=== design 1 ===
Design 1, met2 routing:
Scale: 4 px per um.
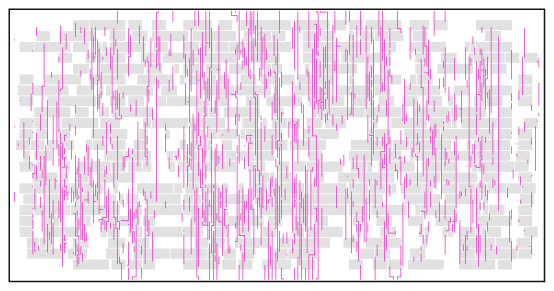

`src/rtl/pipe_pkg.sv`:
```
// rtl/pipe_pkg.sv - shared state encoding and stage-boundary widths for elastic pipeline registers
package pipe_pkg;

  typedef enum logic [1:0] {
    ST_EMPTY = 2'd0,
    ST_ONE   = 2'd1,
    ST_TWO   = 2'd2
  } state_e;

  localparam int IF_ID_CTRL_W  = 4;
  localparam int IF_ID_DATA_W  = 64;
  localparam int ID_EX_CTRL_W  = 8;
  localparam int ID_EX_DATA_W  = 32;
  localparam int EX_MEM_CTRL_W = 6;
  localparam int EX_MEM_DATA_W = 64;

  function automatic logic [1:0] state_occupancy(input state_e s);
    case (s)
      ST_ONE:  return 2'd1;
      ST_TWO:  return 2'd2;
      default: return 2'd0;
    endcase
  endfunction

endpackage

```
`src/rtl/sat_counter.sv`:
```
// rtl/sat_counter.sv - saturating up-counter for performance events
module sat_counter #(
  parameter int W = 16
) (
  input  logic         clk,
  input  logic         rst,
  input  logic         inc,
  output logic [W-1:0] cnt
);

  logic [W-1:0] cnt_q;
  logic [W-1:0] cnt_d;

  always_comb begin
    cnt_d = cnt_q;
    if (inc && (cnt_q != {W{1'b1}})) begin
      cnt_d = cnt_q + {{(W-1){1'b0}}, 1'b1};
    end
  end

  always_ff @(posedge clk or posedge rst) begin
    if (rst) begin
      cnt_q <= '0;
    end else begin
      cnt_q <= cnt_d;
    end
  end

  assign cnt = cnt_q;

endmodule

```
`src/rtl/pipe_skid_reg.sv`:
```
// rtl/pipe_skid_reg.sv - elastic inter-stage register with 2-entry skid buffer, flush and stall counter
module pipe_skid_reg
  import pipe_pkg::*;
#(
  parameter int DATA_W = 32,
  parameter int CTRL_W = 8,
  parameter int CNT_W  = 16
) (
  input  logic              clk,
  input  logic              rst,
  input  logic              flush,
  input  logic              in_valid,
  output logic              in_ready,
  input  logic [CTRL_W-1:0] in_ctrl,
  input  logic [DATA_W-1:0] in_data,
  output logic              out_valid,
  input  logic              out_ready,
  output logic [CTRL_W-1:0] out_ctrl,
  output logic [DATA_W-1:0] out_data,
  output logic [1:0]        occupancy,
  output logic [CNT_W-1:0]  stall_cnt
);

  state_e              state_q, state_d;
  logic [CTRL_W-1:0]   main_ctrl_q, main_ctrl_d;
  logic [DATA_W-1:0]   main_data_q, main_data_d;
  logic [CTRL_W-1:0]   skid_ctrl_q, skid_ctrl_d;
  logic [DATA_W-1:0]   skid_data_q, skid_data_d;
  logic                push;
  logic                pop;

  // Handshake outputs come only from the state flop, so in_ready never sees out_ready.
  assign in_ready  = (state_q != ST_TWO);
  assign out_valid = (state_q != ST_EMPTY);
  assign occupancy = state_occupancy(state_q);
  assign out_ctrl  = main_ctrl_q;
  assign out_data  = main_data_q;

  assign push = in_valid & in_ready;
  assign pop  = out_valid & out_ready;

  always_comb begin
    state_d     = state_q;
    main_ctrl_d = main_ctrl_q;
    main_data_d = main_data_q;
    skid_ctrl_d = skid_ctrl_q;
    skid_data_d = skid_data_q;
    if (flush) begin
      // Killed entries become bubbles; payload is left alone since only ctrl has side effects.
      state_d     = ST_EMPTY;
      main_ctrl_d = '0;
      skid_ctrl_d = '0;
    end else begin
      case (state_q)
        ST_EMPTY: begin
          if (push) begin
            main_ctrl_d = in_ctrl;
            main_data_d = in_data;
            state_d     = ST_ONE;
          end
        end
        ST_ONE: begin
          if (push && !pop) begin
            skid_ctrl_d = in_ctrl;
            skid_data_d = in_data;
            state_d     = ST_TWO;
          end else if (push && pop) begin
            main_ctrl_d = in_ctrl;
            main_data_d = in_data;
          end else if (pop) begin
            main_ctrl_d = '0;
            state_d     = ST_EMPTY;
          end
        end
        ST_TWO: begin
          if (pop) begin
            main_ctrl_d = skid_ctrl_q;
            main_data_d = skid_data_q;
            state_d     = ST_ONE;
          end
        end
        default: begin
          state_d     = ST_EMPTY;
          main_ctrl_d = '0;
        end
      endcase
    end
  end

  always_ff @(posedge clk or posedge rst) begin
    if (rst) begin
      state_q     <= ST_EMPTY;
      main_ctrl_q <= '0;
      main_data_q <= '0;
      skid_ctrl_q <= '0;
      skid_data_q <= '0;
    end else begin
      state_q     <= state_d;
      main_ctrl_q <= main_ctrl_d;
      main_data_q <= main_data_d;
      skid_ctrl_q <= skid_ctrl_d;
      skid_data_q <= skid_data_d;
    end
  end

  sat_counter #(
    .W(CNT_W)
  ) u_stall_cnt (
    .clk(clk),
    .rst(rst),
    .inc(out_valid & ~out_ready),
    .cnt(stall_cnt)
  );

endmodule

```
`config.mk`:
```
export PLATFORM = sky130hd
export DESIGN_NAME = pipe_skid_reg
export DESIGN_NICKNAME = d
export VERILOG_FILES = /design/src/rtl/pipe_pkg.sv /design/src/rtl/sat_counter.sv /design/src/rtl/pipe_skid_reg.sv
export SDC_FILE = /design/constraint.sdc
export NUM_CORES = 1
export LEC_CHECK = 0
export CAP_MARGIN = 20
export CORE_ASPECT_RATIO = 0.5
export CORE_UTILIZATION = 52
export CTS_BUF_LIST = sky130_fd_sc_hd__clkbuf_8
export DETAILED_ROUTE_END_ITERATION = 10
export PLACE_DENSITY_LB_ADDON = 0.1
export SYNTH_ARGS = -nofsm -noshare
export SYNTH_HDL_FRONTEND = slang
export SYNTH_SLANG_ARGS = --single-unit
```
`constraint.sdc`:
```
create_clock -name clk -period 4.1 [get_ports clk]
set_clock_uncertainty 0.1 [all_clocks]
set_input_delay 0.615 -clock clk [delete_from_list [all_inputs] [get_ports clk]]
set_output_delay 0.615 -clock clk [all_outputs]
set_load 0.02 [all_outputs]
```
=== design 2 ===
===== src/rtl/min_sec_down_timer_pkg.sv =====
// Shared definitions for the MM:SS countdown timer: FSM encoding and BCD digit limits.
package min_sec_down_timer_pkg;

    typedef enum logic [1:0] {
        S_IDLE  = 2'd0,
        S_RUN   = 2'd1,
        S_PAUSE = 2'd2,
        S_ALARM = 2'd3
    } state_t;

    // Largest value of a ones digit and of a tens digit (minutes or seconds).
    localparam int DIG_MAX = 9;
    localparam int TEN_MAX = 5;

    // Storage widths for the two kinds of digit.
    localparam int DIG_W = 4;
    localparam int TEN_W = 3;

endpackage


===== src/rtl/min_sec_down_timer_if.sv =====
// Control/display bundle of the countdown timer.
// Inputs are single-CLK pulses that act on the next posedge; outputs are
// registered digits plus flags decoded from the registered state.
// STATE is a debug copy of the FSM state register.
interface min_sec_down_timer_if;
    import min_sec_down_timer_pkg::*;

    logic               EN;
    logic               START;
    logic               CLR;
    logic               INC_MIN;
    logic               INC_SEC;
    logic [TEN_W-1:0]   MH;
    logic [DIG_W-1:0]   ML;
    logic [TEN_W-1:0]   SH;
    logic [DIG_W-1:0]   SL;
    logic               RUNNING;
    logic               DONE;
    logic               BUZZ;
    state_t             STATE;

    // Driver side (buttons, 1 Hz tick generator, display).
    modport master (
        output EN, START, CLR, INC_MIN, INC_SEC,
        input  MH, ML, SH, SL, RUNNING, DONE, BUZZ, STATE
    );

    // Timer side.
    modport slave (
        input  EN, START, CLR, INC_MIN, INC_SEC,
        output MH, ML, SH, SL, RUNNING, DONE, BUZZ, STATE
    );

endinterface


===== src/rtl/min_sec_down_timer_bcd_dn_digit.sv =====
// One BCD digit that can be cleared, decremented (0 wraps to MAX) or
// incremented (MAX wraps to 0). Borrow/carry are combinational so a chain of
// digits ripples within one cycle.
module min_sec_down_timer_bcd_dn_digit #(
    parameter int MAX = 9,
    parameter int W   = 4
) (
    input  logic         clk,
    input  logic         rst,
    input  logic         dec,
    input  logic         inc,
    input  logic         clr,
    output logic [W-1:0] q,
    output logic         borrow,
    output logic         carry
);
    localparam logic [W-1:0] MAXV = W'(MAX);

    logic [W-1:0] q_q;
    logic [W-1:0] q_d;

    // Next digit value: clear wins, then decrement, then increment.
    always_comb begin
        q_d = q_q;
        if (clr) begin
            q_d = '0;
        end else if (dec) begin
            q_d = (q_q == '0) ? MAXV : q_q - W'(1);
        end else if (inc) begin
            q_d = (q_q == MAXV) ? '0 : q_q + W'(1);
        end
    end

    // Digit register.
    always_ff @(posedge clk) begin
        if (rst) q_q <= '0;
        else     q_q <= q_d;
    end

    assign q      = q_q;
    assign borrow = dec && (q_q == '0);
    assign carry  = inc && (q_q == MAXV);

endmodule


===== src/rtl/min_sec_down_timer.sv =====
// MM:SS countdown timer with BCD digits. Set with +1 buttons, start/pause
// with START, clear with CLR; on reaching 00:00 it raises DONE/BUZZ for
// BUZZ_LEN EN ticks (or until START) before returning to IDLE.
module min_sec_down_timer
    import min_sec_down_timer_pkg::*;
#(
    parameter int BUZZ_LEN = 10
) (
    input  logic                  CLK,
    input  logic                  RST,
    min_sec_down_timer_if.slave   bus
);
    localparam int BW = $clog2(BUZZ_LEN + 1);
    localparam logic [BW-1:0] BUZZ_LAST = BW'(BUZZ_LEN - 1);

    state_t        state_q, state_d;
    logic [BW-1:0] buzz_q, buzz_d;

    logic clr_dig, dec_sec, inc_sec, inc_min;

    logic [TEN_W-1:0] mh, sh;
    logic [DIG_W-1:0] ml, sl;
    logic sl_borrow, sh_borrow, ml_borrow, mh_borrow;
    logic sl_carry, sh_carry, ml_carry, mh_carry;

    logic is_zero, is_one;

    assign is_zero = (mh == '0) && (ml == '0) && (sh == '0) && (sl == '0);
    assign is_one  = (mh == '0) && (ml == '0) && (sh == '0) && (sl == DIG_W'(1));

    // Next state, buzz count and digit controls; CLR beats START beats EN/INC.
    always_comb begin
        state_d = state_q;
        buzz_d  = buzz_q;
        clr_dig = 1'b0;
        dec_sec = 1'b0;
        inc_sec = 1'b0;
        inc_min = 1'b0;
        if (bus.CLR) begin
            state_d = S_IDLE;
            buzz_d  = '0;
            clr_dig = 1'b1;
        end else begin
            case (state_q)
                S_IDLE: begin
                    if (bus.START) begin
                        if (!is_zero) state_d = S_RUN;
                    end else begin
                        inc_sec = bus.INC_SEC;
                        inc_min = bus.INC_MIN;
                    end
                end
                S_RUN: begin
                    if (bus.START) begin
                        state_d = S_PAUSE;
                    end else if (bus.EN) begin
                        dec_sec = 1'b1;
                        // Last second expires: the digits land on 00:00 this edge.
                        if (is_one) state_d = S_ALARM;
                    end
                end
                S_PAUSE: begin
                    if (bus.START) state_d = S_RUN;
                end
                S_ALARM: begin
                    if (bus.START) begin
                        state_d = S_IDLE;
                        buzz_d  = '0;
                    end else if (bus.EN) begin
                        if (buzz_q == BUZZ_LAST) begin
                            state_d = S_IDLE;
                            buzz_d  = '0;
                        end else begin
                            buzz_d = buzz_q + BW'(1);
                        end
                    end
                end
                default: state_d = S_IDLE;
            endcase
        end
    end

    // State and buzz-count registers.
    always_ff @(posedge CLK) begin
        if (RST) begin
            state_q <= S_IDLE;
            buzz_q  <= '0;
        end else begin
            state_q <= state_d;
            buzz_q  <= buzz_d;
        end
    end

    // Seconds ones: decremented by EN, incremented by INC_SEC.
    min_sec_down_timer_bcd_dn_digit #(.MAX(DIG_MAX), .W(DIG_W)) u_sl (
        .clk(CLK), .rst(RST), .dec(dec_sec), .inc(inc_sec), .clr(clr_dig),
        .q(sl), .borrow(sl_borrow), .carry(sl_carry)
    );

    // Seconds tens: its carry is dropped so INC_SEC never touches minutes.
    min_sec_down_timer_bcd_dn_digit #(.MAX(TEN_MAX), .W(TEN_W)) u_sh (
        .clk(CLK), .rst(RST), .dec(sl_borrow), .inc(sl_carry), .clr(clr_dig),
        .q(sh), .borrow(sh_borrow), .carry(sh_carry)
    );

    // Minutes ones.
    min_sec_down_timer_bcd_dn_digit #(.MAX(DIG_MAX), .W(DIG_W)) u_ml (
        .clk(CLK), .rst(RST), .dec(sh_borrow), .inc(inc_min), .clr(clr_dig),
        .q(ml), .borrow(ml_borrow), .carry(ml_carry)
    );

    // Minutes tens: never borrows out, since 00:01 goes to ALARM instead.
    min_sec_down_timer_bcd_dn_digit #(.MAX(TEN_MAX), .W(TEN_W)) u_mh (
        .clk(CLK), .rst(RST), .dec(ml_borrow), .inc(ml_carry), .clr(clr_dig),
        .q(mh), .borrow(mh_borrow), .carry(mh_carry)
    );

    logic unused_chain;
    assign unused_chain = ^{mh_borrow, mh_carry, sh_carry};

    assign bus.MH      = mh;
    assign bus.ML      = ml;
    assign bus.SH      = sh;
    assign bus.SL      = sl;
    assign bus.RUNNING = (state_q == S_RUN);
    assign bus.DONE    = (state_q == S_ALARM);
    assign bus.BUZZ    = (state_q == S_ALARM);
    assign bus.STATE   = state_q;

endmodule

===== src/flat_wrapper.sv =====
// flat-port wrapper written by rule: the top's interface ports become plain ports
module min_sec_down_timer_flat import min_sec_down_timer_pkg::*;
#(
    parameter int BUZZ_LEN = 10
)
  (CLK, RST, bus_EN, bus_START, bus_CLR, bus_INC_MIN, bus_INC_SEC, bus_MH, bus_ML, bus_SH, bus_SL, bus_RUNNING, bus_DONE, bus_BUZZ, bus_STATE);
  min_sec_down_timer_if bus_i ();
  input  logic CLK;
  input  logic RST;
  input wire logic [$bits(bus_i.EN)-1:0] bus_EN;
  input wire logic [$bits(bus_i.START)-1:0] bus_START;
  input wire logic [$bits(bus_i.CLR)-1:0] bus_CLR;
  input wire logic [$bits(bus_i.INC_MIN)-1:0] bus_INC_MIN;
  input wire logic [$bits(bus_i.INC_SEC)-1:0] bus_INC_SEC;
  output wire logic [$bits(bus_i.MH)-1:0] bus_MH;
  output wire logic [$bits(bus_i.ML)-1:0] bus_ML;
  output wire logic [$bits(bus_i.SH)-1:0] bus_SH;
  output wire logic [$bits(bus_i.SL)-1:0] bus_SL;
  output wire logic [$bits(bus_i.RUNNING)-1:0] bus_RUNNING;
  output wire logic [$bits(bus_i.DONE)-1:0] bus_DONE;
  output wire logic [$bits(bus_i.BUZZ)-1:0] bus_BUZZ;
  output wire logic [$bits(bus_i.STATE)-1:0] bus_STATE;
  assign bus_i.EN = bus_EN;
  assign bus_i.START = bus_START;
  assign bus_i.CLR = bus_CLR;
  assign bus_i.INC_MIN = bus_INC_MIN;
  assign bus_i.INC_SEC = bus_INC_SEC;
  assign bus_MH = bus_i.MH;
  assign bus_ML = bus_i.ML;
  assign bus_SH = bus_i.SH;
  assign bus_SL = bus_i.SL;
  assign bus_RUNNING = bus_i.RUNNING;
  assign bus_DONE = bus_i.DONE;
  assign bus_BUZZ = bus_i.BUZZ;
  assign bus_STATE = bus_i.STATE;
  min_sec_down_timer #(.BUZZ_LEN(BUZZ_LEN)) u_core (.CLK(CLK), .RST(RST), .bus(bus_i));
endmodule

===== config.mk =====
export PLATFORM = sky130hd
export DESIGN_NAME = min_sec_down_timer_flat
export DESIGN_NICKNAME = d
export VERILOG_FILES = /design/src/rtl/min_sec_down_timer_pkg.sv /design/src/rtl/min_sec_down_timer_if.sv /design/src/rtl/min_sec_down_timer_bcd_dn_digit.sv /design/src/rtl/min_sec_down_timer.sv /design/src/flat_wrapper.sv
export SDC_FILE = /design/constraint.sdc
export NUM_CORES = 1
export LEC_CHECK = 0
export ABC_AREA = 0
export CORE_MARGIN = 8
export CORE_UTILIZATION = 40
export DETAILED_ROUTE_END_ITERATION = 7
export GPL_ROUTABILITY_DRIVEN = 0
export PLACE_DENSITY = 0.73
export SLEW_MARGIN = 15
export SYNTH_ARGS = -nofsm -noshare
export SYNTH_HDL_FRONTEND = slang
export SYNTH_HIERARCHICAL = 1
export SYNTH_SLANG_ARGS = --single-unit

===== constraint.sdc =====
create_clock -name CLK -period 5.46 [get_ports CLK]
set_input_delay 1.092 -clock CLK [delete_from_list [all_inputs] [get_ports CLK]]
set_output_delay 1.092 -clock CLK [all_outputs]
set_load 0.01 [all_outputs]

=== design 3 ===
## config.mk

```make
export PLATFORM = sky130hd
export DESIGN_NAME = imem_stream_loader_flat
export DESIGN_NICKNAME = d
export VERILOG_FILES = /design/src/rtl/imem_stream_loader_pkg.sv /design/src/rtl/imem_stream_loader_if.sv /design/src/rtl/imem_stream_loader_packer.sv /design/src/rtl/imem_stream_loader.sv /design/src/flat_wrapper.sv
export SDC_FILE = /design/constraint.sdc
export NUM_CORES = 1
export LEC_CHECK = 0
export CAP_MARGIN = 20
export CORE_UTILIZATION = 47
export CTS_CLUSTER_SIZE = 12
export DETAILED_ROUTE_END_ITERATION = 7
export PLACE_DENSITY = 0.75
export SLEW_MARGIN = 30
export SYNTH_ARGS = -nofsm -noshare
export SYNTH_HDL_FRONTEND = slang
export SYNTH_SLANG_ARGS = --single-unit
```

## constraint.sdc

```tcl
create_clock -name clk -period 6.05 [get_ports clk]
set_input_delay 0.605 -clock clk [delete_from_list [all_inputs] [get_ports clk]]
set_output_delay 0.605 -clock clk [all_outputs]
set_load 0.02 [all_outputs]
```

## src/rtl/imem_stream_loader_pkg.sv

```systemverilog
// Shared types and field-packing constants for the instruction memory loader.
// Field order runs from the opcode-like top field down to the lowest nibble.
package imem_pkg;

  localparam int NUM_FIELDS = 7;

  localparam int FW0 = 6, FW1 = 5, FW2 = 5, FW3 = 5, FW4 = 3, FW5 = 4, FW6 = 4;
  localparam int FS0 = 26, FS1 = 21, FS2 = 16, FS3 = 11, FS4 = 8, FS5 = 4, FS6 = 0;

  typedef enum logic {
    LOAD = 1'b0,
    DONE = 1'b1
  } state_e;

  // Mask the low bits of a field beat and move them to their slot in the word.
  function automatic logic [31:0] pack_field(input logic [2:0] idx, input logic [31:0] data);
    int w;
    int s;
    w = 0;
    s = 0;
    case (idx)
      3'd0: begin w = FW0; s = FS0; end
      3'd1: begin w = FW1; s = FS1; end
      3'd2: begin w = FW2; s = FS2; end
      3'd3: begin w = FW3; s = FS3; end
      3'd4: begin w = FW4; s = FS4; end
      3'd5: begin w = FW5; s = FS5; end
      3'd6: begin w = FW6; s = FS6; end
      default: begin w = 0; s = 0; end
    endcase
    return (data & ((32'd1 << w) - 32'd1)) << s;
  endfunction

endpackage

```

## src/rtl/imem_stream_loader_if.sv

```systemverilog
// Loader stream, fetch read port and status signals of the instruction memory.
// Handshake: a loader beat transfers on a rising edge where ld_valid & ld_ready are both high.
interface imem_stream_loader_if #(parameter int AW = 4);
  logic          ld_valid;
  logic          ld_ready;
  logic [31:0]   ld_data;
  logic          ld_raw;
  logic          ld_last;
  logic          ld_restart;
  logic          rd_en;
  logic [AW-1:0] rd_addr;
  logic [31:0]   rd_data;
  logic          rd_valid;
  logic [AW:0]   prog_len;
  logic          loaded;
  logic          err_overflow;

  modport master (
    output ld_valid, ld_data, ld_raw, ld_last, ld_restart, rd_en, rd_addr,
    input  ld_ready, rd_data, rd_valid, prog_len, loaded, err_overflow
  );

  modport slave (
    input  ld_valid, ld_data, ld_raw, ld_last, ld_restart, rd_en, rd_addr,
    output ld_ready, rd_data, rd_valid, prog_len, loaded, err_overflow
  );
endinterface

```

## src/rtl/imem_stream_loader_packer.sv

```systemverilog
// Assembles field beats (or a single raw beat) into 32-bit instruction words.
// The raw/field mode is only honoured at field index 0, so a word never mixes modes.
module imem_word_packer
  import imem_pkg::*;
(
   input  logic        clk,
   input  logic        reset,
   input  logic        i_clear,
   input  logic        i_beat,
   input  logic [31:0] i_data,
   input  logic        i_raw,
   input  logic        i_last,
   output logic [31:0] o_word,
   output logic        o_word_done
);

   localparam logic [2:0] LAST_IDX = 3'(NUM_FIELDS - 1);

   logic [2:0]  r_idx;
   logic [31:0] r_acc;
   logic        w_raw_mode;
   logic [31:0] w_word;
   logic        w_done;

   always_comb begin
      w_raw_mode = (r_idx == 3'd0) & i_raw;
      w_word     = w_raw_mode ? i_data : (r_acc | pack_field(r_idx, i_data));
      w_done     = i_beat & (w_raw_mode | (r_idx == LAST_IDX) | i_last);
   end

   always_ff @(posedge clk) begin
      if (reset || i_clear) begin
         r_idx <= 3'd0;
         r_acc <= 32'd0;
      end else if (i_beat) begin
         if (w_done) begin
            r_idx <= 3'd0;
            r_acc <= 32'd0;
         end else begin
            r_idx <= r_idx + 3'd1;
            r_acc <= w_word;
         end
      end
   end

   assign o_word      = w_word;
   assign o_word_done = w_done;

endmodule

```

## src/rtl/imem_stream_loader.sv

```systemverilog
// Instruction memory filled sequentially from an in-band loader stream, read by fetch.
// Words at or beyond prog_len read as zero, so stale contents after a reload stay hidden.
module imem_stream_loader
  import imem_pkg::*;
#(
   parameter int DEPTH = 16,
   parameter int AW    = 4
)(
   input  logic                 clk,
   input  logic                 reset,
   imem_stream_loader_if.slave  bus,
   output state_e               o_state
);

   state_e           r_state;
   state_e           w_next_state;
   logic [AW:0]      r_wr_ptr;
   logic             r_full;
   logic             r_err_overflow;
   logic [31:0]      r_mem [DEPTH];
   logic [31:0]      r_rd_data;
   logic             r_rd_valid;
   logic             w_accept;
   logic             w_load_beat;
   logic             w_at_end;
   logic [31:0]      w_word;
   logic             w_word_done;

   assign bus.ld_ready = ~bus.ld_restart;
   assign w_accept     = bus.ld_valid & bus.ld_ready;
   assign w_load_beat  = w_accept & (r_state == LOAD);
   assign w_at_end     = (r_wr_ptr == (AW+1)'(DEPTH - 1));

   imem_word_packer u_packer (
      .clk         (clk),
      .reset       (reset),
      .i_clear     (bus.ld_restart),
      .i_beat      (w_load_beat),
      .i_data      (bus.ld_data),
      .i_raw       (bus.ld_raw),
      .i_last      (bus.ld_last),
      .o_word      (w_word),
      .o_word_done (w_word_done)
   );

   always_comb begin
      w_next_state = r_state;
      case (r_state)
         LOAD:    if (w_word_done && (bus.ld_last || w_at_end)) w_next_state = DONE;
         DONE:    w_next_state = DONE;
         default: w_next_state = LOAD;
      endcase
      if (bus.ld_restart) w_next_state = LOAD;
   end

   always_ff @(posedge clk) begin
      if (reset) r_state <= LOAD;
      else       r_state <= w_next_state;
   end

   // r_full tells an overflow-causing DONE apart from one reached through ld_last.
   always_ff @(posedge clk) begin
      if (reset) begin
         r_wr_ptr       <= '0;
         r_full         <= 1'b0;
         r_err_overflow <= 1'b0;
      end else begin
         if (bus.ld_restart) begin
            r_wr_ptr <= '0;
            r_full   <= 1'b0;
         end else if (w_word_done) begin
            r_wr_ptr <= r_wr_ptr + 1'b1;
            if (w_at_end) r_full <= 1'b1;
         end
         if ((r_state == DONE) && r_full && w_accept) r_err_overflow <= 1'b1;
      end
   end

   always_ff @(posedge clk) begin
      if (w_word_done) r_mem[r_wr_ptr[AW-1:0]] <= w_word;
   end

   always_ff @(posedge clk) begin
      if (reset) begin
         r_rd_data  <= 32'd0;
         r_rd_valid <= 1'b0;
      end else begin
         r_rd_valid <= bus.rd_en;
         if (bus.rd_en)
            r_rd_data <= ({1'b0, bus.rd_addr} < r_wr_ptr) ? r_mem[bus.rd_addr] : 32'd0;
      end
   end

   assign bus.rd_data      = r_rd_data;
   assign bus.rd_valid     = r_rd_valid;
   assign bus.prog_len     = r_wr_ptr;
   assign bus.loaded       = (r_state == DONE);
   assign bus.err_overflow = r_err_overflow;
   assign o_state          = r_state;

endmodule

```

## src/flat_wrapper.sv

```systemverilog
// flat-port wrapper written by rule: the top's interface ports become plain ports
module imem_stream_loader_flat import imem_pkg::*;
#(
   parameter int DEPTH = 16,
   parameter int AW    = 4
)
  (clk, reset, o_state, bus_ld_valid, bus_ld_data, bus_ld_raw, bus_ld_last, bus_ld_restart, bus_rd_en, bus_rd_addr, bus_ld_ready, bus_rd_data, bus_rd_valid, bus_prog_len, bus_loaded, bus_err_overflow);
  imem_stream_loader_if #(.AW(AW)) bus_i ();
  input  logic clk;
  input  logic reset;
  output state_e o_state;
  input wire logic [$bits(bus_i.ld_valid)-1:0] bus_ld_valid;
  input wire logic [$bits(bus_i.ld_data)-1:0] bus_ld_data;
  input wire logic [$bits(bus_i.ld_raw)-1:0] bus_ld_raw;
  input wire logic [$bits(bus_i.ld_last)-1:0] bus_ld_last;
  input wire logic [$bits(bus_i.ld_restart)-1:0] bus_ld_restart;
  input wire logic [$bits(bus_i.rd_en)-1:0] bus_rd_en;
  input wire logic [$bits(bus_i.rd_addr)-1:0] bus_rd_addr;
  output wire logic [$bits(bus_i.ld_ready)-1:0] bus_ld_ready;
  output wire logic [$bits(bus_i.rd_data)-1:0] bus_rd_data;
  output wire logic [$bits(bus_i.rd_valid)-1:0] bus_rd_valid;
  output wire logic [$bits(bus_i.prog_len)-1:0] bus_prog_len;
  output wire logic [$bits(bus_i.loaded)-1:0] bus_loaded;
  output wire logic [$bits(bus_i.err_overflow)-1:0] bus_err_overflow;
  assign bus_i.ld_valid = bus_ld_valid;
  assign bus_i.ld_data = bus_ld_data;
  assign bus_i.ld_raw = bus_ld_raw;
  assign bus_i.ld_last = bus_ld_last;
  assign bus_i.ld_restart = bus_ld_restart;
  assign bus_i.rd_en = bus_rd_en;
  assign bus_i.rd_addr = bus_rd_addr;
  assign bus_ld_ready = bus_i.ld_ready;
  assign bus_rd_data = bus_i.rd_data;
  assign bus_rd_valid = bus_i.rd_valid;
  assign bus_prog_len = bus_i.prog_len;
  assign bus_loaded = bus_i.loaded;
  assign bus_err_overflow = bus_i.err_overflow;
  imem_stream_loader #(.DEPTH(DEPTH), .AW(AW)) u_core (.clk(clk), .reset(reset), .bus(bus_i), .o_state(o_state));
endmodule
```

=== design 4 ===
## config.mk

```make
export PLATFORM = sky130hd
export DESIGN_NAME = flag_stack_reg
export DESIGN_NICKNAME = d
export VERILOG_FILES = /design/src/rtl/flag_stack_reg.sv
export SDC_FILE = /design/constraint.sdc
export NUM_CORES = 1
export LEC_CHECK = 0
export CAP_MARGIN = 20
export CORE_ASPECT_RATIO = 1.4
export CORE_UTILIZATION = 40
export DETAILED_ROUTE_END_ITERATION = 8
export REMOVE_ABC_BUFFERS = 1
export SKIP_LAST_GASP = 1
export SYNTH_ARGS = -nofsm -noshare
export SYNTH_HDL_FRONTEND = slang
export SYNTH_SLANG_ARGS = --single-unit
```

## constraint.sdc

```tcl
create_clock -name clk -period 6.24 [get_ports clk]
set_clock_uncertainty 0.15 [all_clocks]
set_input_delay 1.872 -clock clk [delete_from_list [all_inputs] [get_ports clk]]
set_output_delay 1.872 -clock clk [all_outputs]
set_load 0.05 [all_outputs]
```

## src/rtl/flag_stack_reg.sv

```systemverilog
// Status-flag register with masked load/set/clear/toggle and a LIFO save stack
// for interrupt entry/return; overflow/underflow are latched as sticky errors.
module flag_stack_reg #(
    parameter int NFLAGS = 4,
    parameter int DEPTH = 4,
    localparam int CW = $clog2(DEPTH + 1)
) (
    input  logic              clk,
    input  logic              reset,
    input  logic [2:0]        op,
    input  logic [NFLAGS-1:0] flags_in,
    input  logic [NFLAGS-1:0] mask,
    output logic [NFLAGS-1:0] flags,
    output logic [CW-1:0]     level,
    output logic              full,
    output logic              empty,
    output logic              ovf_err,
    output logic              unf_err
);

    typedef enum logic [2:0] {
        OP_HOLD   = 3'b000,
        OP_LOAD   = 3'b001,
        OP_CLEAR  = 3'b010,
        OP_SET    = 3'b011,
        OP_PUSH   = 3'b100,
        OP_POP    = 3'b101,
        OP_TOGGLE = 3'b110,
        OP_RSVD   = 3'b111
    } op_t;

    op_t op_sel;
    assign op_sel = op_t'(op);

    logic [NFLAGS-1:0] flags_reg, flags_next;
    logic [CW-1:0]     level_reg, level_next;
    logic              ovf_reg, unf_reg;
    logic [NFLAGS-1:0] stack_reg [DEPTH];
    logic [NFLAGS-1:0] pop_data;
    logic              full_w, empty_w, push_ok, pop_ok;

    assign full_w  = (level_reg == CW'(DEPTH));
    assign empty_w = (level_reg == '0);
    assign push_ok = (op_sel == OP_PUSH) && !full_w;
    assign pop_ok  = (op_sel == OP_POP) && !empty_w;

    // Top-of-stack entry is the one just below level.
    always_comb begin
        pop_data = '0;
        for (int i = 0; i < DEPTH; i++) begin
            if (level_reg == CW'(i + 1)) begin
                pop_data = stack_reg[i];
            end
        end
    end

    always_comb begin
        flags_next = flags_reg;
        level_next = level_reg;
        case (op_sel)
            OP_LOAD:   flags_next = (flags_reg & ~mask) | (flags_in & mask);
            OP_CLEAR:  flags_next = flags_reg & ~mask;
            OP_SET:    flags_next = flags_reg | mask;
            OP_TOGGLE: flags_next = flags_reg ^ mask;
            OP_PUSH: begin
                if (push_ok) begin
                    level_next = level_reg + CW'(1);
                end
            end
            OP_POP: begin
                if (pop_ok) begin
                    flags_next = pop_data;
                    level_next = level_reg - CW'(1);
                end
            end
            default: ;
        endcase
    end

    always_ff @(posedge clk or posedge reset) begin
        if (reset) begin
            flags_reg <= '0;
            level_reg <= '0;
            ovf_reg   <= 1'b0;
            unf_reg   <= 1'b0;
            for (int i = 0; i < DEPTH; i++) begin
                stack_reg[i] <= '0;
            end
        end else begin
            flags_reg <= flags_next;
            level_reg <= level_next;
            if ((op_sel == OP_PUSH) && full_w) begin
                ovf_reg <= 1'b1;
            end
            if ((op_sel == OP_POP) && empty_w) begin
                unf_reg <= 1'b1;
            end
            for (int i = 0; i < DEPTH; i++) begin
                if (push_ok && (level_reg == CW'(i))) begin
                    stack_reg[i] <= flags_reg;
                end
            end
        end
    end

    assign flags   = flags_reg;
    assign level   = level_reg;
    assign full    = full_w;
    assign empty   = empty_w;
    assign ovf_err = ovf_reg;
    assign unf_err = unf_reg;

endmodule

```

Design 2, close-up of the layout:
Window x 18 to 58, y 18 to 58 um. Cells in grey, sequential cells in the stronger grey; small squares are vias.
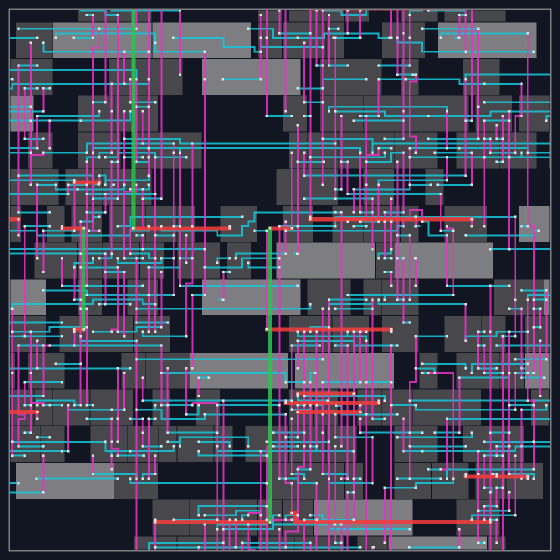
green -> M4
red -> M3
cyan -> M1
magenta -> M2
cells with their middle in the window = 119
most frequent = nor2_1 (12), dfxtp_1 (11), nor3_1 (10)
netlist names of flops here include = `u_core/buzz_q` (4), `u_core/u_ml/q` (3), `u_core/u_sl/q` (2)
sequential cells in the window = 11

==> Changelog: implementation, design 2 <==
## Flow update

* Ports at 26
* Sequential Area at 400 sq um
* Worst Reg2Reg Path Length in Cells at 11
* Internal cell power at 0.196 mW
* Post-synthesis to final-layout area growth at 21.6%
* Worst slack at placement at 0.539 ns
* Sw frac at 23.7%
* Floorplan Utilization at 42.3%
* Clock Power Share at 34.3%
* Pwr dens at 147 nW/um^2
* CTS tree: built
* Clock-pin slew of the registers on the worst-case setup and hold paths at 0.12 ns
* Layout Utilization at 51.5%
* Cell at the root of the clock tree: sky130_fd_sc_hd__clkbuf_4
* Portion of the clock cycle consumed by the worst path in the final layout at 85.4%
* Std-Cell Core Area at 3390 sq um
* Skew-Pair Late Insertion Delay at 0.30 ns
* Hold path startpoint: u_core/buzz_q[3]
* Chip width at 75.9 um
* Non-clock buffering overhead in the final layout at 15.6%
* Via count of the first global-routing pass at 1301
* Quantity of hold-fixing buffers added after cts at 0
* Maximum clock frequency at 0.214 GHz
* Run status: finished clean
* Via Count at 1337
* Clock Path Buffers at 2
## design 2: worst min-delay path, cell delays in order (launching register included)
cell	delay, ns
sky130_fd_sc_hd__dfxtp_1	0.35
sky130_fd_sc_hd__o21ai_0	0.10
sky130_fd_sc_hd__a211oi_2	0.07
## design 2: per-layer routing
layer | wire [um] | up-vias | part of all wire [%] | GRT usage (%)
met2 | 1570 | 44 | 45 | 21.0
met4 | 49 | 0 | 1.4 | 4.90
met5 | 0 | - | 0 | 0
met1 | 1580 | 629 | 46 | 14.9
li1 | - | 656 | - | -
met3 | 265 | 8 | 7.7 | 4.61
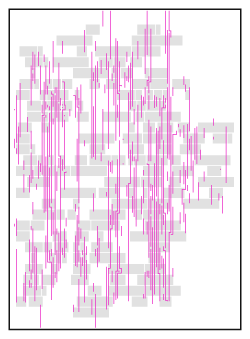
Design 4: met2 routing
Scale: 4 px per um.
main direction = vertical
longest straight run = 39.8 um
nets with wire on the layer = 174

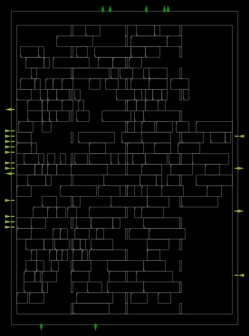
Design 4: placed standard cells
register share of the cell area: 31.2%
Tap Cells: 43
Std-Cell Core Area: 4020 sq um
num rows: 27

==> Changelog: implementation, design 4 <==
## Flow update

* Run status: finished clean
* Internal cell power at 0.477 mW
* Skew-Pair Late Insertion Delay at 0.27 ns
* CTS-repair resized insts at 0
* DIE AREA at 4580 sq um
* Maximum Capacitance Violations at 0
* Mean routed wirelength per cell at 16.8 um
* Ports at 24
* Met2 layer usage reported by global route at 33.0%
* Post-route worst hold slack at 0.314 ns
* Area share of and/or/nand/nor cells after synthesis at 14.6%
* Ordered cell list for the critical path: inv_1, ha_1, nor2b_1, clkdlybuf4s50_1
* Routed length on met1 at 1.61 mm
* Via density per instance at 5.75
* GRT Residual Overflow at 0
* Net switching power figure at 0.374 mW
* First-pass GRT wire length at 6.27 mm
* Number of warnings in the stage logs at 33
* Dominant logic cell types in the final layout: sky130_fd_sc_hd__dfrtp_1, sky130_fd_sc_hd__clkdlybuf4s50_1, sky130_fd_sc_hd__ha_1
* Fin Setup TNS at 0 ns
* Finished layout cell area at 2000 sq um
* Yosys warning total at 0
* Via count of the first global-routing pass at 1295
* Relative contribution of sequential cells to total power at 35.7%
* Dominant kind of combinational cell: AND-OR/OR-AND gates
* Hold path startpoint: unf_err
* Number of standard cells in the final layout excluding fillers at 224
* Relative slew slack at 36.2%
* Final ANT Viol Nets at 0
* Xor/xnor cell area share of the yosys netlist at 0.508%
* Maximum clock frequency at 0.217 GHz
* Routed length on met2 at 1.99 mm
* Routed Wire Length at 3.76 mm
* Yosys chip area at 1730 sq um
* Area share of fa/ha/maj cells after synthesis at 10.2%
* Kind of path behind the tightest hold check: reg -> reg
==> design 4: cell type report <==
type | count | area (sq um) | share of cell area, %
clock buffers | 3 | 41.3 | 2.06
multi-input cells | 116 | 1000 | 49.9
flip-flops and latches | 25 | 626 | 31.2
well taps | 43 | 53.8 | 2.68
inverters | 13 | 48.8 | 2.43
clock inverters | 1 | 5.00 | 0.250
repair buffers | 23 | 230 | 11.5
==> design 4: kinds of logic after synthesis <==
family | Yosys count
compound gates | 46
xor+xnor | 1
fa+ha+maj | 14
buf+inv | 21
flops | 25
mux | 18
simple gates | 37
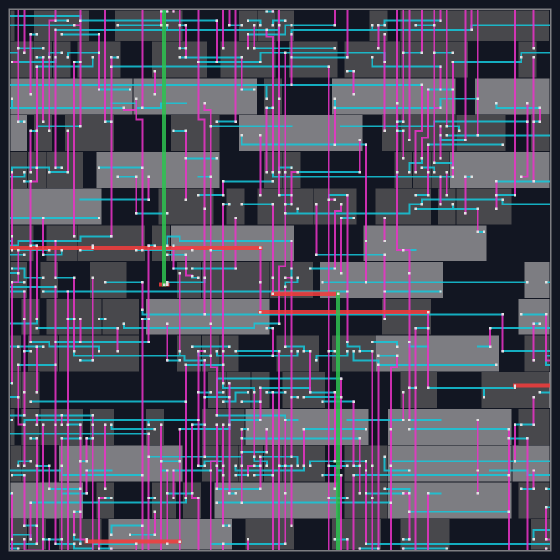
Design 1: close-up of the layout
Window x 47 to 87, y 14 to 54 um. Cells in grey, sequential cells in the stronger grey; small squares are vias.
magenta -> M2
red -> M3
cyan -> M1
green -> M4
cells with their middle in the window = 111
most frequent = nand2_1 (36), dfrtp_1 (21), a22o_1 (11)
netlist names of flops here include = `skid_ctrl_q` (7), `skid_data_q` (6), `out_ctrl` (4)
sequential cells in the window = 21

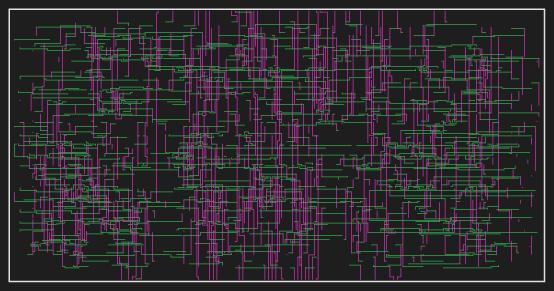
Design 1: wiring by layer
Scale: 4 px per um. Only two layers are drawn.
magenta -> M2  # wire length 4290 um
green -> M1  # wire length 4440 um

## Picture notes: 'met2 routing' of design 1
wire length on this layer = 4290 um
share of all routed wire = 46%
longest straight run = 43.5 um
main direction = vertical

==> Changelog: implementation, design 1 <==
## Flow update

* Mapped Avg Cell Area at 11.0 sq um
* Run status: finished clean
* End point of the critical path: occupancy[1]
* Post-detail-place hpwl at 6.31 mm
* Count of multi-input combinational gates at 284
* Data required time at the worst endpoint at 3.38 ns
* Xor/xnor cell area share of the yosys netlist at 1.95%
* Area share of fa/ha/maj cells after synthesis at 0.279%
* DRC violation count after routing at 0
* Number of standard cells in the final layout excluding fillers at 626
* Flip-flop cell with the highest count after synthesis: sky130_fd_sc_hd__dfrtp_1
* Kind of path behind the tightest hold check: reg -> reg
* Final setup violation count at 0
* Number of register bits inferred by synthesis at 98
* Internal cell power at 1.92 mW
* Final ANT Viol Nets at 0
* Clock Path Buffers at 2
* R2r setup slk at 1.66 ns
* Clock sinks at 98
* Via Count at 3308
* Type of element launching the critical path: register
* Highest fanout seen on the critical path at 12
* Data arrival, critical path at 2.11 ns
* CTS-repair resized insts at 0
* Area fraction in compound gates after synthesis at 7.08%
* Count of buffers inserted at the top-level ports at 104
* Level count of the clock H-tree at 3
* Relative contribution of sequential cells to total power at 47.6%
* Layout Utilization at 71.5%
* RSZ-0062 raised after global routing: no
* Post-synth design cell area at 4490 sq um
* Synth area leaders: sky130_fd_sc_hd__dfrtp_1, sky130_fd_sc_hd__mux2_1, sky130_fd_sc_hd__nand2_1
* Final RePlAce weighted congestion at 0.852
* Number of cells traversed by the worst hold path at 1
* Max-slew violation count at 0
* Worst Setup End Kind: output pin
* Relative slew slack at 54.9%
* Number of antenna violations at the first check in global routing at 0
design 1: layer usage:
metal	GRT usage [%]	part of all wire, %
met1	29.6	47
met2	37.0	46
met3	6.46	6.0
met4	6.53	0.79
met5	0	0
design 1: kinds of logic after synthesis:
kind of cell | Yosys count
XOR/XNOR | 10
AND-OR/OR-AND | 42
buffers and inverters | 26
adder cells (fa/ha/maj) | 1
multiplexers | 67
AND/OR/NAND/NOR | 164
flip-flops | 98
design 1: sequential cells by signal, indices dropped and copies added (netlist names):
name             cells
skid_data_q         32
u_stall_cnt.cnt     16
out_ctrl             8
state_q              2
out_data            32
skid_ctrl_q          8
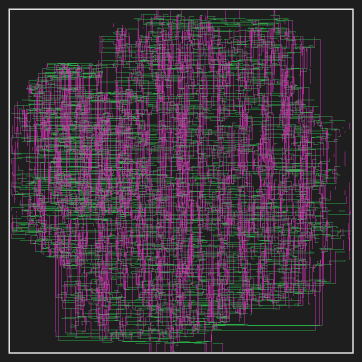
Design 3: wiring by layer
Scale: 1.5 px per um. Only two layers are drawn.
magenta -> M2  # wire length 29.8 mm
green -> M1  # wire length 25.1 mm
global router's overall resource usage: 23.8%
Via Count: 13600
Routed Wire Length: 61.4 mm

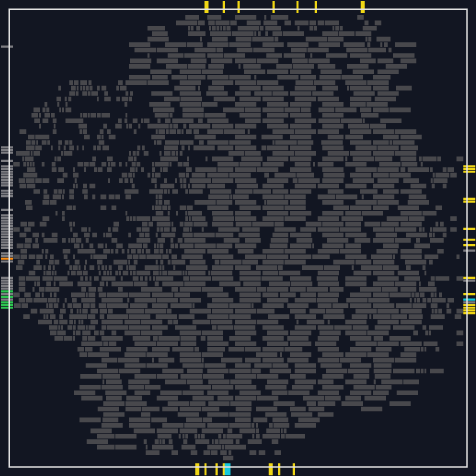
Design 3: pin map
Scale: 2 px per um. Pins as bars across the die edge, other pins in grey.
cyan -> `bus_rd_addr`  # pins 4, direction input, edge 3 south, 1 east
green -> `bus_prog_len`  # pins 5, direction output, edge west
orange -> `bus_ld_raw`  # pins 1, direction input, edge west
yellow -> `bus_rd_data`  # pins 32, direction output, edge 14 east, 9 north, 9 south

==> Changelog: implementation, design 3 <==
## Flow update

* Dominant kind of combinational cell: multiplexers
* Post-synthesis cell type with the largest instance count: sky130_fd_sc_hd__edfxtp_1
* Instance count of the mapped netlist at 1380
* Top Usage Layer GRT: met2
* Post-Route Skew at 0.0310 ns
* First-pass GRT wire length at 91.0 mm
* Register share of the cell area at 60.8%
* Library cell with the largest summed area after synthesis: sky130_fd_sc_hd__edfxtp_1
* Via density per instance at 6.13
* Relative contribution of sequential cells to total power at 52.7%
* Flop count at 588
* CTS tree: built
* Area share of fa/ha/maj cells after synthesis at 0.833%
* Slew at the pin with the worst max-slew slack at 0.901 ns
* Largest delay contributor family on the critical path: simple AND/OR/NAND/NOR gates
* Number of enable-type register cells in the synthesized netlist at 512
* Area fraction in compound gates after synthesis at 5.86%
* Run status: finished clean
* Count of buffers inserted at the top-level ports at 84
* Level count of the clock H-tree at 2
* Std-Cell Core Area at 50300 sq um
* Cell at the root of the clock tree: sky130_fd_sc_hd__clkbuf_16
* Top routing layer in use: met4
* Number of register bits inferred by synthesis at 588
* Reported leakage power at 8.88 nW
* DRC violation count after routing at 0
* R2r setup slk at 1.48 ns
* Number of signal-net inverters in the final layout at 14
* Asr flop ratio synth at 0%
* Highest fanout seen on the critical path at 22
* Data arrival, critical path at 4.89 ns
* Cell with the largest stage delay on the worst path: sky130_fd_sc_hd__nor2b_1
* Maximum clock frequency at 0.219 GHz
* Ant. Diodes at 0
* Max-slew violation count at 0
* Worst R2R End: u_core.r_mem[11][9]
* CTS-repair resized insts at 0
* Delay of the slowest cell on the worst path at 0.78 ns
* Multi-input combinational area share at 24.9%
* Yosys chip area at 24000 sq um
* RSZ-0062 raised after global routing: no
* Largest net degree at the start of global routing at 77
* End point of the critical path: u_core.r_mem[11][9]
* Tap Cells at 672
-- design 3: through the flow --
step | std cells | power (mW) | hold slack, ns | setup slack, ns | util (%)
after floorplan | 1380 | 4.85 | 0.424 | 1.40 | -
final | 2213 | 8.45 | 0.462 | 1.48 | 55.3
after CTS | 2211 | 8.50 | 0.458 | 1.48 | 55.1
after global placement | 2099 | 5.04 | 0.437 | 1.65 | 51.4
after global routing | 2213 | 8.68 | 0.468 | 1.14 | 55.3
after detailed placement | 2099 | 5.05 | 0.448 | 1.50 | 51.5


==> notes/layouts.md <==
Pictures saved along the way, in no particular order.

Placed standard cells.
Plate I
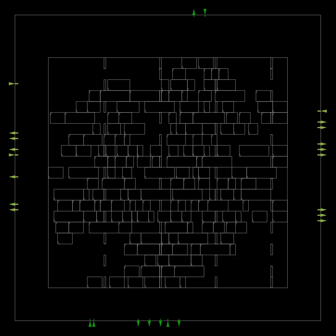
Plate II
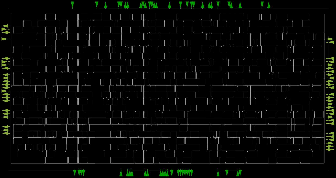
Plate III
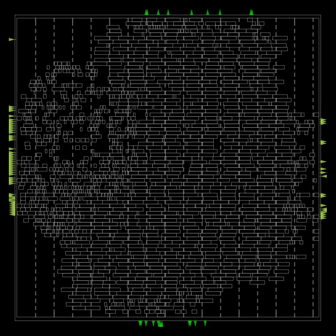
design 3 -> Plate III
design 2 -> Plate I
design 1 -> Plate II
- highest utilization: Plate II


==> notes/layouts.md <==
Pictures saved along the way, in no particular order.

Pin map.
(a)
Scale: 4 px per um. Pins as bars across the die edge, other pins in grey.
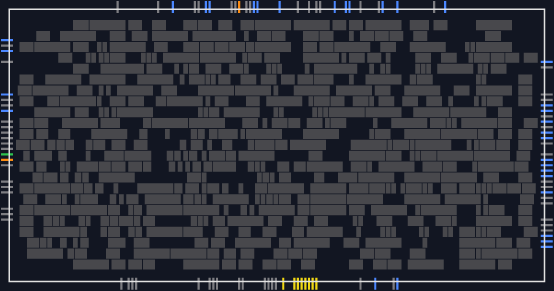
(b)
Scale: 6 px per um. Pins as bars across the die edge, other pins in grey.
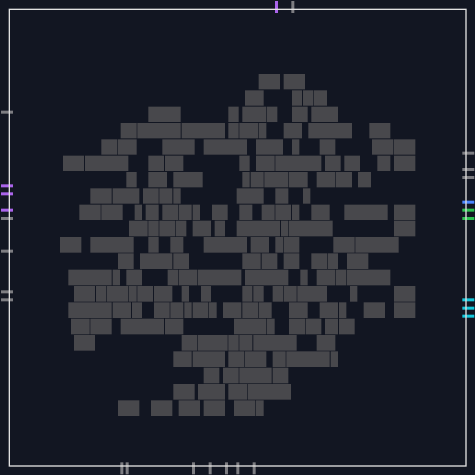
(c)
Scale: 6 px per um. Pins as bars across the die edge, other pins in grey.
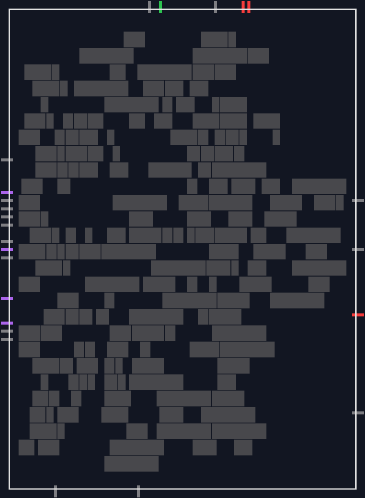
- (b) = design 2
- (a) = design 1
- (c) = design 4
- smallest die: (c)
- most pins: (a)

Key to (b):
cyan -> `bus_MH`  # pins 3, direction output, edge east
blue -> `bus_RUNNING`  # pins 1, direction output, edge east
purple -> `bus_SL`  # pins 4, direction output, edge 3 west, 1 north
green -> `bus_STATE`  # pins 2, direction output, edge east
all pins by edge = 9 east, 8 west, 7 south, 2 north

Power figures rest on the tool's default switching activity, not on a simulated workload.
